# ---- design 1 ----
### Cell outlines without signal wires, design 1

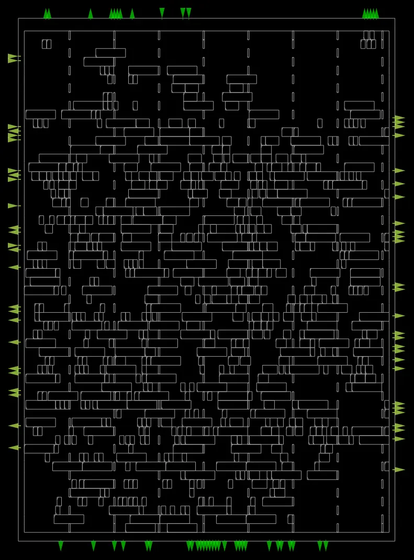

[src/rtl/prog_loader.sv]
// prog_loader: assembles a framed byte stream into big-endian 32-bit instruction-memory writes and holds cpu_en low until the image is complete.
// Defining LOADER_CHECKSUM_EN adds a trailing XOR checksum byte to the frame.
module prog_loader #(
  parameter logic [31:0] TEXT_BASE_ADDR = 32'h0040_0000,
  parameter int          MAX_WORDS      = 16384
) (
  input  logic        clk,
  input  logic        rst,
  input  logic        rx_valid,
  input  logic [7:0]  rx_data,
  input  logic        load_req,
  output logic        imem_we,
  output logic [31:0] imem_addr,
  output logic [31:0] imem_wdata,
  output logic        cpu_en,
  output logic        busy,
  output logic        err,
  output logic [15:0] words_loaded
);

  localparam logic [2:0] S_IDLE   = 3'd0;
  localparam logic [2:0] S_LEN_HI = 3'd1;
  localparam logic [2:0] S_LEN_LO = 3'd2;
  localparam logic [2:0] S_DATA   = 3'd3;
`ifdef LOADER_CHECKSUM_EN
  localparam logic [2:0] S_CHK    = 3'd4;
  localparam logic [2:0] S_DONE   = S_CHK;
`else
  localparam logic [2:0] S_DONE   = 3'd5;
`endif
  localparam logic [2:0] S_RUN    = 3'd5;
  localparam logic [2:0] S_ERR    = 3'd6;

  localparam logic [7:0]  MAGIC   = 8'hA5;
  localparam logic [16:0] MAX_LEN = 17'(MAX_WORDS);

  logic [2:0]  state;
  logic [7:0]  len_hi;
  logic [15:0] len;
  logic [15:0] idx;
  logic [1:0]  byte_cnt;
  logic [23:0] word_sh;
  logic [7:0]  csum;
  logic [15:0] n_rx;
  logic        len_bad;
  logic        last_word;

  assign n_rx      = {len_hi, rx_data};
  assign len_bad   = (n_rx == 16'd0) || ({1'b0, n_rx} > MAX_LEN);
  assign last_word = (idx == len - 16'd1);

  // Status outputs decode the registered state, so they change one cycle after the deciding byte.
  assign cpu_en = (state == S_RUN);
  assign err    = (state == S_ERR);
`ifdef LOADER_CHECKSUM_EN
  assign busy   = (state == S_LEN_HI) || (state == S_LEN_LO) || (state == S_DATA) || (state == S_CHK);
`else
  assign busy   = (state == S_LEN_HI) || (state == S_LEN_LO) || (state == S_DATA);
`endif

  always_ff @(posedge clk or negedge rst) begin
    if (!rst) begin
      state        <= S_IDLE;
      len_hi       <= 8'd0;
      len          <= 16'd0;
      idx          <= 16'd0;
      byte_cnt     <= 2'd0;
      word_sh      <= 24'd0;
      csum         <= 8'd0;
      imem_we      <= 1'b0;
      imem_addr    <= TEXT_BASE_ADDR;
      imem_wdata   <= 32'd0;
      words_loaded <= 16'd0;
    end else begin
      imem_we <= 1'b0;
      case (state)
        S_IDLE: begin
          if (rx_valid && rx_data == MAGIC) state <= S_LEN_HI;
        end
        S_LEN_HI: begin
          if (rx_valid) begin
            len_hi <= rx_data;
            csum   <= rx_data;
            state  <= S_LEN_LO;
          end
        end
        S_LEN_LO: begin
          if (rx_valid) begin
            len          <= n_rx;
            idx          <= 16'd0;
            byte_cnt     <= 2'd0;
            words_loaded <= 16'd0;
            csum         <= csum ^ rx_data;
            state        <= len_bad ? S_ERR : S_DATA;
          end
        end
        S_DATA: begin
          if (rx_valid) begin
            word_sh  <= {word_sh[15:0], rx_data};
            byte_cnt <= byte_cnt + 2'd1;
            csum     <= csum ^ rx_data;
            if (byte_cnt == 2'd3) begin
              imem_we      <= 1'b1;
              imem_addr    <= TEXT_BASE_ADDR + {14'd0, idx, 2'b00};
              imem_wdata   <= {word_sh, rx_data};
              idx          <= idx + 16'd1;
              words_loaded <= words_loaded + 16'd1;
              if (last_word) state <= (S_DONE == S_RUN) ? S_RUN : S_DONE;
            end
          end
        end
`ifdef LOADER_CHECKSUM_EN
        S_CHK: begin
          if (rx_valid) state <= (rx_data == csum) ? S_RUN : S_ERR;
        end
`endif
        S_RUN: begin
          if (load_req) state <= S_IDLE;
        end
        S_ERR: begin
          // A reload request wins over a simultaneous magic byte.
          if (load_req) state <= S_IDLE;
          else if (rx_valid && rx_data == MAGIC) state <= S_LEN_HI;
        end
        default: state <= S_IDLE;
      endcase
    end
  end

endmodule

[config.mk]
export PLATFORM = sky130hd
export DESIGN_NAME = prog_loader
export DESIGN_NICKNAME = d
export VERILOG_FILES = /design/src/rtl/prog_loader.sv
export SDC_FILE = /design/constraint.sdc
export NUM_CORES = 1
export LEC_CHECK = 0
export CAP_MARGIN = 5
export CORE_ASPECT_RATIO = 1.4
export CORE_MARGIN = 1.5
export CORE_UTILIZATION = 35
export DETAILED_ROUTE_END_ITERATION = 8
export DONT_BUFFER_PORTS = 1
export GPL_TIMING_DRIVEN = 1
export PLACE_DENSITY_LB_ADDON = 0.12
export SETUP_SLACK_MARGIN = 0.15
export SKIP_LAST_GASP = 1
export SLEW_MARGIN = 20
export SYNTH_ARGS = -nofsm -noshare
export SYNTH_HDL_FRONTEND = slang
export SYNTH_SLANG_ARGS = --single-unit
[constraint.sdc]
create_clock -name clk -period 6.8 [get_ports clk]
set_input_delay 1.36 -clock clk [delete_from_list [all_inputs] [get_ports clk]]
set_output_delay 1.36 -clock clk [all_outputs]
set_load 0.005 [all_outputs]
# ---- design 2 ----
`src/rtl/sdr_sched_16_if.sv`:
```
// Request/grant/refresh bundle between sdr_sched_16 and its environment.
// master drives requests and acknowledges; slave (the scheduler) drives selection and refresh.
interface sdr_sched_16_if;
  logic [0:15] req_i;
  logic        accept_i;
  logic        cmd_aref_i;
  logic [0:15] fifo_sel_o;
  logic [1:0]  fifo_sel_domain_o;
  logic        refresh_req_o;
  logic        rfr_overrun_o;

  modport master (
    output req_i, accept_i, cmd_aref_i,
    input  fifo_sel_o, fifo_sel_domain_o, refresh_req_o, rfr_overrun_o
  );

  modport slave (
    input  req_i, accept_i, cmd_aref_i,
    output fifo_sel_o, fifo_sel_domain_o, refresh_req_o, rfr_overrun_o
  );
endinterface

```
`src/rtl/sdr_sched_16.sv`:
```
// 16-channel request scheduler and auto-refresh timer for fsm_sdr_16.
// Define SDR_SCHED_RR_EN for round-robin arbitration; otherwise fixed lowest-index priority.
module sdr_sched_16 #(
  parameter int unsigned rfr_period = 390,
  parameter logic [31:0] domain_map = 32'h0000_0000
) (
  input logic           sdram_clk,
  input logic           sdram_rst,
  sdr_sched_16_if.slave bus
);
  localparam int unsigned CntW = $clog2(rfr_period);
  localparam logic [CntW-1:0] RcntLoad = CntW'(rfr_period - 1);

  typedef enum logic [1:0] {StArb, StGrant, StGap} arb_st_e;

  arb_st_e         state_q, state_d;
  logic [3:0]      win_q, win_d;
  logic [0:15]     sel_q, sel_d;
  logic [1:0]      dom_q, dom_d;
  logic [3:0]      ptr_q;
  logic [CntW-1:0] rcnt_q;
  logic            refresh_q, overrun_q;
  logic            expire;
  logic            found;
  logic [3:0]      pick, cand;

`ifdef SDR_SCHED_RR_EN
  logic [3:0] ptr_d;

  always_ff @(posedge sdram_clk) begin
    if (sdram_rst) ptr_q <= 4'd0;
    else           ptr_q <= ptr_d;
  end
`else
  assign ptr_q = 4'd0;
`endif

  // First requester at or after ptr, wrapping modulo 16.
  always_comb begin
    found = 1'b0;
    pick  = 4'd0;
    cand  = 4'd0;
    for (int i = 0; i < 16; i++) begin
      cand = ptr_q + 4'(i);
      if (!found && bus.req_i[cand]) begin
        found = 1'b1;
        pick  = cand;
      end
    end
  end

  always_comb begin
    state_d = state_q;
    win_d   = win_q;
    sel_d   = sel_q;
    dom_d   = dom_q;
`ifdef SDR_SCHED_RR_EN
    ptr_d   = ptr_q;
`endif
    unique case (state_q)
      StArb: begin
        if (!refresh_q && found) begin
          win_d       = pick;
          sel_d       = '0;
          sel_d[pick] = 1'b1;
          dom_d       = domain_map[{pick, 1'b0} +: 2];
          state_d     = StGrant;
        end
      end
      StGrant: begin
        // Accept beats withdrawal when both land in the same cycle.
        if (bus.accept_i) begin
          sel_d   = '0;
          dom_d   = 2'b00;
          state_d = StGap;
`ifdef SDR_SCHED_RR_EN
          ptr_d   = win_q + 4'd1;
`endif
        end else if (refresh_q || !bus.req_i[win_q]) begin
          sel_d   = '0;
          dom_d   = 2'b00;
          state_d = StArb;
        end
      end
      StGap:   state_d = StArb;
      default: begin
        sel_d   = '0;
        dom_d   = 2'b00;
        state_d = StArb;
      end
    endcase
  end

  always_ff @(posedge sdram_clk) begin
    if (sdram_rst) begin
      state_q <= StArb;
      win_q   <= 4'd0;
      sel_q   <= '0;
      dom_q   <= 2'b00;
    end else begin
      state_q <= state_d;
      win_q   <= win_d;
      sel_q   <= sel_d;
      dom_q   <= dom_d;
    end
  end

  assign expire = (rcnt_q == '0);

  // An acknowledge never restarts the period; a fresh expiry outranks it.
  always_ff @(posedge sdram_clk) begin
    if (sdram_rst) begin
      rcnt_q    <= RcntLoad;
      refresh_q <= 1'b0;
      overrun_q <= 1'b0;
    end else begin
      rcnt_q <= expire ? RcntLoad : rcnt_q - CntW'(1);
      if (expire) begin
        refresh_q <= 1'b1;
        if (refresh_q) overrun_q <= 1'b1;
      end else if (bus.cmd_aref_i) begin
        refresh_q <= 1'b0;
      end
    end
  end

  assign bus.fifo_sel_o        = sel_q;
  assign bus.fifo_sel_domain_o = dom_q;
  assign bus.refresh_req_o     = refresh_q;
  assign bus.rfr_overrun_o     = overrun_q;
endmodule

```
`src/flat_wrapper.sv`:
```
// flat-port wrapper written by rule: the top's interface ports become plain ports
module sdr_sched_16_flat 
#(
  parameter int unsigned rfr_period = 390,
  parameter logic [31:0] domain_map = 32'h0000_0000
)
  (sdram_clk, sdram_rst, bus_req_i, bus_accept_i, bus_cmd_aref_i, bus_fifo_sel_o, bus_fifo_sel_domain_o, bus_refresh_req_o, bus_rfr_overrun_o);
  sdr_sched_16_if bus_i ();
  input logic sdram_clk;
  input logic sdram_rst;
  input wire logic [$bits(bus_i.req_i)-1:0] bus_req_i;
  input wire logic [$bits(bus_i.accept_i)-1:0] bus_accept_i;
  input wire logic [$bits(bus_i.cmd_aref_i)-1:0] bus_cmd_aref_i;
  output wire logic [$bits(bus_i.fifo_sel_o)-1:0] bus_fifo_sel_o;
  output wire logic [$bits(bus_i.fifo_sel_domain_o)-1:0] bus_fifo_sel_domain_o;
  output wire logic [$bits(bus_i.refresh_req_o)-1:0] bus_refresh_req_o;
  output wire logic [$bits(bus_i.rfr_overrun_o)-1:0] bus_rfr_overrun_o;
  assign bus_i.req_i = bus_req_i;
  assign bus_i.accept_i = bus_accept_i;
  assign bus_i.cmd_aref_i = bus_cmd_aref_i;
  assign bus_fifo_sel_o = bus_i.fifo_sel_o;
  assign bus_fifo_sel_domain_o = bus_i.fifo_sel_domain_o;
  assign bus_refresh_req_o = bus_i.refresh_req_o;
  assign bus_rfr_overrun_o = bus_i.rfr_overrun_o;
  sdr_sched_16 #(.rfr_period(rfr_period), .domain_map(domain_map)) u_core (.sdram_clk(sdram_clk), .sdram_rst(sdram_rst), .bus(bus_i));
endmodule
```
`config.mk`:
```
export PLATFORM = sky130hd
export DESIGN_NAME = sdr_sched_16_flat
export DESIGN_NICKNAME = d
export VERILOG_FILES = /design/src/rtl/sdr_sched_16_if.sv /design/src/rtl/sdr_sched_16.sv /design/src/flat_wrapper.sv
export SDC_FILE = /design/constraint.sdc
export NUM_CORES = 1
export LEC_CHECK = 0
export ABC_AREA = 1
export CAP_MARGIN = 10
export CORE_AREA = 2 2 73 75
export DETAILED_ROUTE_END_ITERATION = 8
export DIE_AREA = 0 0 75 77
export HOLD_SLACK_MARGIN = 0.03
export PLACE_DENSITY = 0.64
export SYNTH_ARGS = -nofsm -noshare
export SYNTH_HDL_FRONTEND = slang
export SYNTH_SLANG_ARGS = --single-unit
```
`constraint.sdc`:
```
create_clock -name sdram_clk -period 5.15 [get_ports sdram_clk]
set_input_delay 1.2875 -clock sdram_clk [delete_from_list [all_inputs] [get_ports sdram_clk]]
set_output_delay 1.2875 -clock sdram_clk [all_outputs]
set_load 0.01 [all_outputs]
```

## Gallery

I/O nets highlighted.
picture 1
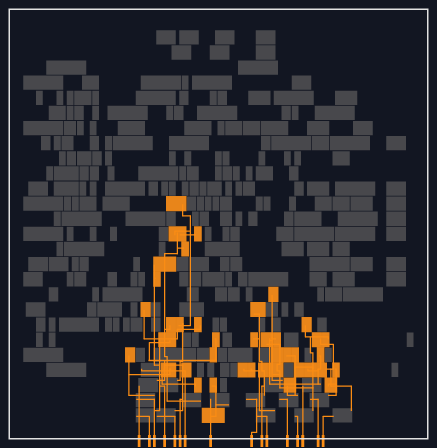
picture 2
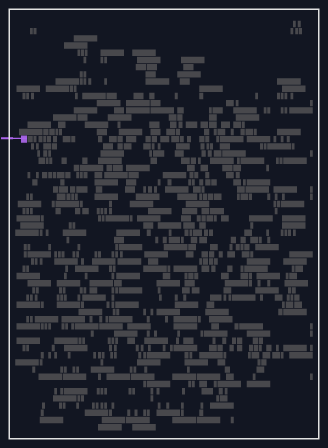
- design 2 = picture 1
- design 1 = picture 2
- most cells: picture 2

### Cell classes on the final placement, design 2

Fill, decap, tap and diode cells in grey.
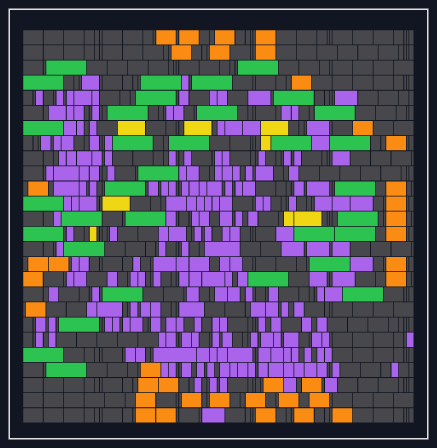
Key: remaining buffers and delay cells = orange [cells 37]; sequential cells = green [cells 33]; clock drivers and dummy loads = yellow [cells 8]; combinational and other logic = purple [cells 221]
Std-Cell Rows: 26
core box area: 4980 µm²

==> flow_metrics.env, design 2 <==
# yosys + openroad results
export IMPL_ant_nets=0
export IMPL_cts_hold_buf=0
export IMPL_regArea_um2=661
export IMPL_max_freq_ghz=0.313
export IMPL_status="complete, no violations"
export IMPL_wl_um=4300
export IMPL_fillCellCount=500
export IMPL_slew_headroom=0.304
export IMPL_hold_path_class="flip-flop to flip-flop"
export IMPL_drt_iter0_drc=64
export IMPL_arrival_ps=3370
export IMPL_synth_top_area_share=0.341
export IMPL_finalNonFillerCells=369
export IMPL_nClkBuffers=6
export IMPL_die_w_um=75
export IMPL_fin_ws_ps=1960
export IMPL_gr_total_overflow=0
export IMPL_synthFlopType="dfxtp_1"
export IMPL_hp_start="u_core.rcnt_q[0]$_SDFF_PP1_"
export IMPL_grt_pass1_wl_um=7320
design 2: layer usage:
metal	vias to the layer above	global-route usage	routed length, µm
met1	810	0.199	1970
met2	42	0.271	2080
met3	6	0.0355	199
met5	-	0	0
met4	0	0.0446	50
li1	934	-	-
design 2: power by group:
part / switching (W) / total (W) / internal, W
Combinational: 0.0000605 / 0.000101 / 0.0000401
Clock: 0.0000868 / 0.000180 / 0.0000934
Sequential: 0.0000112 / 0.000277 / 0.000266
### Metal 2, design 1

Cells faint in the background.
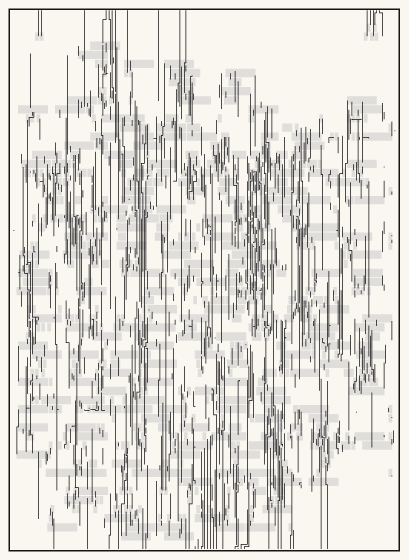
The layer carries 7360 µm of wire. The wires run mostly vertical. 537 nets have wire on it.

### Cell classes on the final placement, design 1

Fill, decap, tap and diode cells in grey.
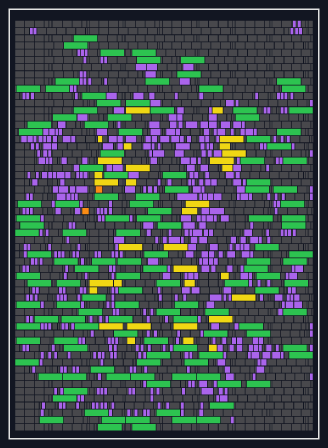
Key: combinational and other logic = purple [cells 516]; remaining buffers and delay cells = orange [cells 2]; sequential cells = green [cells 134]; clock drivers and dummy loads = yellow [cells 32]

About 'Cell outlines without signal wires' of design 1:
Seq area share: 0.481
Fill cells: 1745
post-route insts no fill: 920

==> flow_metrics.env, design 1 <==
# yosys + openroad results
export IMPL_status="complete, no violations"
export IMPL_cp_required_ps=7150
export IMPL_yosysCellCount=688
export IMPL_drv_cap=0
export IMPL_die_w_um=116
export IMPL_cts_max_level=4
export IMPL_worst_pin_slew_ps=957
export IMPL_rows=57
export IMPL_grt_pass1_vias=4422
export IMPL_wl_um=14600
export IMPL_ys_sh_mux=0.0390
export IMPL_wl_per_cell_um=15.8
export IMPL_grt_pass1_wl_um=23900
export IMPL_async_reset_ff_frac=1.00
export IMPL_biggestCellCategory="flip-flops and latches"
export IMPL_yosysMostFrequentCell="nand2_1"
export IMPL_grt_max_degree=135
export IMPL_root_buffer="clkbuf_16"
-- design 1: where the power goes --
group | switching (W) | internal, W
Clock | 0.000401 | 0.000490
Sequential | 0.000205 | 0.000964
Combinational | 0.000287 | 0.000244
Total | 0.000893 | 0.00170
-- design 1: registers in the layout, indices dropped and copies added (netlist names) --
name / cells
imem_wdata: 32
word_sh: 24
words_loaded: 16
imem_addr: 16
byte_cnt: 2
state: 3
len: 16
idx: 16
len_hi: 8
imem_we: 1

# ---- design 3 ----
### Metal 2, design 3

Cells faint in the background.
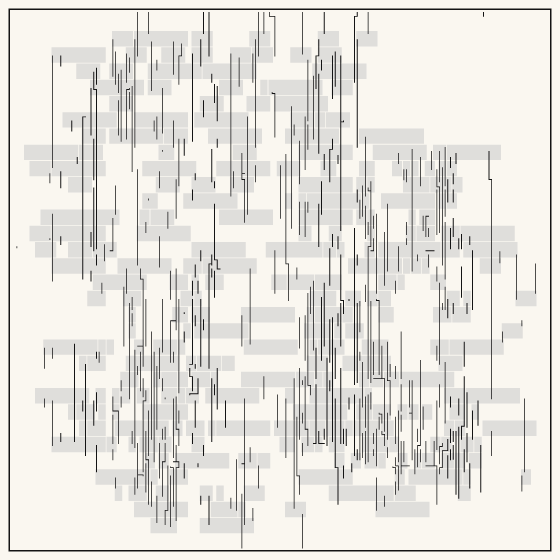
### Cell outlines without signal wires, design 3

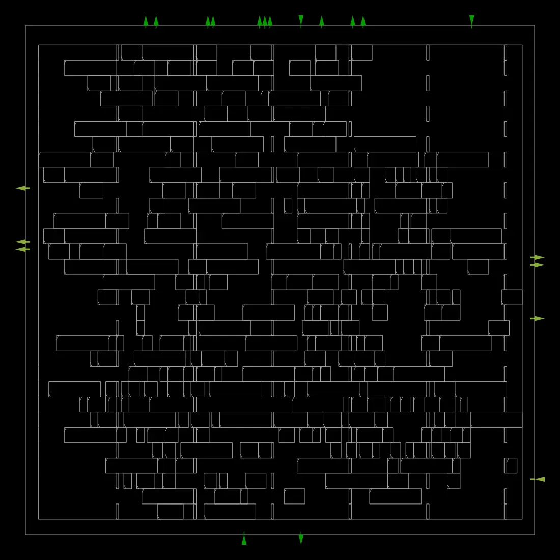
File: src/rtl/temp_adc_reader.sv
// temp_adc_reader: periodically runs one LTC2308 SPI conversion on a fixed
// single-ended channel and presents the 12-bit result with a one-cycle
// valid strobe for the temperature PIO.
module temp_adc_reader #(
    parameter int CLK_DIV       = 2,
    parameter int CONV_CYCLES   = 80,
    parameter int SAMPLE_PERIOD = 50000,
    parameter int CHANNEL       = 0
) (
    input  logic        clk,
    input  logic        reset_n,
    input  logic        enable,
    input  logic        adc_sdo,
    output logic        adc_convst,
    output logic        adc_sck,
    output logic        adc_sdi,
    output logic [11:0] temp_out,
    output logic        temp_valid,
    output logic        busy
);

    localparam int PERIOD_W = (SAMPLE_PERIOD > 1) ? $clog2(SAMPLE_PERIOD) : 1;
    localparam int CNT_MAX  = (CONV_CYCLES > CLK_DIV) ? CONV_CYCLES : CLK_DIV;
    localparam int CNT_W    = $clog2(CNT_MAX) + 1;

    // ADC config word: single-ended, unipolar, no sleep, channel bits in
    // the LTC2308's odd/select order.
    localparam logic [2:0] CH  = 3'(CHANNEL);
    localparam logic [5:0] CFG = {1'b1, CH[0], CH[2], CH[1], 1'b1, 1'b0};

    typedef enum logic [1:0] {
        IDLE,
        CONV,
        SHIFT,
        DONE
    } state_t;

    state_t               state;
    logic [PERIOD_W-1:0]  period_cnt;
    logic [CNT_W-1:0]     cnt;
    logic [3:0]           bit_idx;
    logic [11:0]          shreg;
    logic [4:0]           sdi_sr;
    logic                 first_frame;
    logic                 start_req;

    assign start_req = (period_cnt == '0);

    // Free-running sample-period counter; runs whether or not enable is set.
    // NOTE: sequential state uses non-blocking assignments only, so every
    // register in a clocked block sees the pre-edge value of the others.
    always_ff @(posedge clk or negedge reset_n) begin
        if (!reset_n) begin
            period_cnt <= '0;
        end else if (period_cnt == PERIOD_W'(SAMPLE_PERIOD - 1)) begin
            period_cnt <= '0;
        end else begin
            period_cnt <= period_cnt + 1'b1;
        end
    end

    // Conversion/readout sequencer with registered ADC pins and outputs.
    // NOTE: the shift register and counters are plain flops (not a memory),
    // so they sit on the asynchronous reset like the rest of the state.
    always_ff @(posedge clk or negedge reset_n) begin
        if (!reset_n) begin
            state       <= IDLE;
            cnt         <= '0;
            bit_idx     <= '0;
            shreg       <= '0;
            sdi_sr      <= '0;
            first_frame <= 1'b1;
            adc_convst  <= 1'b0;
            adc_sck     <= 1'b0;
            adc_sdi     <= 1'b0;
            temp_out    <= '0;
            temp_valid  <= 1'b0;
            busy        <= 1'b0;
        end else begin
            temp_valid <= 1'b0;
            case (state)
                IDLE: begin
                    // A request seen while disabled is simply dropped.
                    if (start_req && enable) begin
                        state      <= CONV;
                        cnt        <= '0;
                        adc_convst <= 1'b1;
                        adc_sdi    <= CFG[5];
                        busy       <= 1'b1;
                    end
                end

                CONV: begin
                    if (cnt == CNT_W'(CONV_CYCLES - 1)) begin
                        state      <= SHIFT;
                        cnt        <= '0;
                        bit_idx    <= '0;
                        adc_convst <= 1'b0;
                        adc_sdi    <= CFG[5];
                        sdi_sr     <= CFG[4:0];
                    end else begin
                        cnt <= cnt + 1'b1;
                    end
                end

                SHIFT: begin
                    if (cnt == CNT_W'(CLK_DIV - 1)) begin
                        cnt <= '0;
                        if (!adc_sck) begin
                            // Rising SCK: the ADC bit has been stable since
                            // the previous falling edge, capture MSB first.
                            adc_sck <= 1'b1;
                            shreg   <= {shreg[10:0], adc_sdo};
                        end else begin
                            adc_sck <= 1'b0;
                            if (bit_idx == 4'd11) begin
                                state   <= DONE;
                                adc_sdi <= 1'b0;
                                // Power-on config governed the first frame,
                                // so that result is never published.
                                if (!first_frame) begin
                                    temp_out   <= shreg;
                                    temp_valid <= 1'b1;
                                end
                            end else begin
                                // Config bits run out after six periods and
                                // zeros follow.
                                bit_idx <= bit_idx + 1'b1;
                                adc_sdi <= sdi_sr[4];
                                sdi_sr  <= {sdi_sr[3:0], 1'b0};
                            end
                        end
                    end else begin
                        cnt <= cnt + 1'b1;
                    end
                end

                DONE: begin
                    first_frame <= 1'b0;
                    busy        <= 1'b0;
                    state       <= IDLE;
                end

                default: begin
                    state <= IDLE;
                end
            endcase
        end
    end

endmodule
File: config.mk
export PLATFORM = sky130hd
export DESIGN_NAME = temp_adc_reader
export DESIGN_NICKNAME = d
export VERILOG_FILES = /design/src/rtl/temp_adc_reader.sv
export SDC_FILE = /design/constraint.sdc
export NUM_CORES = 1
export LEC_CHECK = 0
export CORE_MARGIN = 2
export CORE_UTILIZATION = 40
export CTS_BUF_LIST = sky130_fd_sc_hd__clkbuf_4
export DETAILED_ROUTE_END_ITERATION = 10
export GPL_ROUTABILITY_DRIVEN = 0
export SYNTH_ARGS = -nofsm -noshare
export SYNTH_HDL_FRONTEND = slang
export SYNTH_SLANG_ARGS = --single-unit
export TNS_END_PERCENT = 1
File: constraint.sdc
create_clock -name clk -period 3.8 [get_ports clk]
set_input_delay 0.95 -clock clk [delete_from_list [all_inputs] [get_ports clk]]
set_output_delay 0.95 -clock clk [all_outputs]
set_load 0.01 [all_outputs]
==> flow_metrics.env <==
# yosys + openroad results
export IMPL_status="complete, no violations"
export IMPL_endpoint_kind="flip-flop"
export IMPL_dpl_hpwl_um=3660
export IMPL_finalClockPeriodUsage=0.680
export IMPL_buffers=21
export IMPL_met3_usage=0.0334
export IMPL_yosysMostFrequentCell="dfrtp_1"
export IMPL_comb_cell_share=0.378
export IMPL_area_leaders="dfrtp_1 (53%), mux2_2 (9.4%), ha_1 (4.2%)"
export IMPL_grt_max_degree=39
export IMPL_cts_sinks=64
export IMPL_use_met1=0.191
export IMPL_path_common_cell="nand3_1"
export IMPL_ys_sh_aoi=0.0828
export IMPL_p_comb_frac=0.014
export IMPL_grt_busiest_layer="met2"
export IMPL_numCtsBuffers=9
## Picture notes: 'Metal 2' of design 3
The wires run mostly vertical. The layer holds 45% of the routed length.
vias: 1980
met2 Use GR: 0.215
WL final: 5390 µm

## Picture notes: 'Cell outlines without signal wires' of design 3
Tap Count: 99
final core utilization: 0.476
post-route insts no fill: 396
FF+latch count: 64
Std-Cell Rows: 31

[stage by stage]
step / hold WS [ps] / cell area (µm²) / utilization / worst slack, ps / cells
floorplan: 445 / 2990 / - / 1770 / 266
global placement: 463 / 3290 / 0.454 / 1290 / 380
detailed placement: 472 / 3290 / 0.454 / 1230 / 380
CTS: 493 / 3450 / 0.476 / 1200 / 396
global route: 500 / 3450 / 0.476 / 1050 / 396
finish: 488 / 3450 / 0.476 / 1210 / 396
[worst reg2reg max path, stage by stage (launching register included)]
cell     delay (ps)
dfrtp_1         420
inv_1           130
ha_1            530
a31o_2          240
nand3_1         360
or4b_2          760
nand3_1         100


==> notes/layouts.md <==
Pictures saved along the way, in no particular order.

Metal 3.
Bar = 20 µm.
(a)
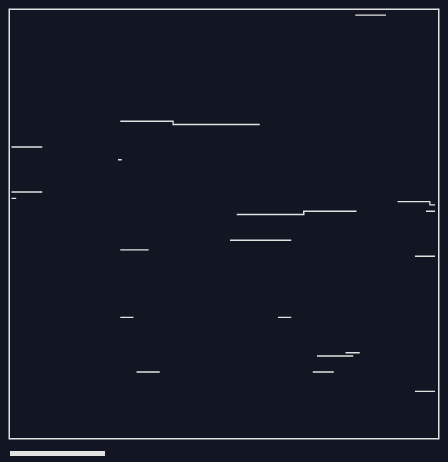
(b)
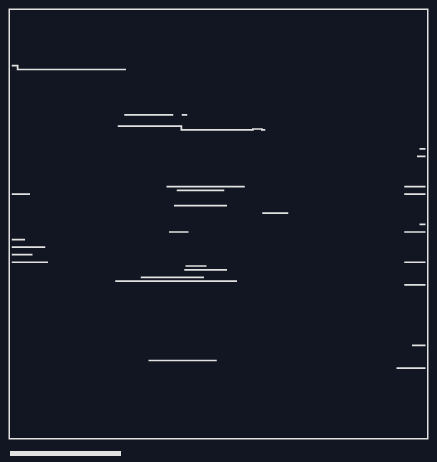
design 2 -> (b)
design 3 -> (a)

Power is estimated from default activity; no workload was simulated.
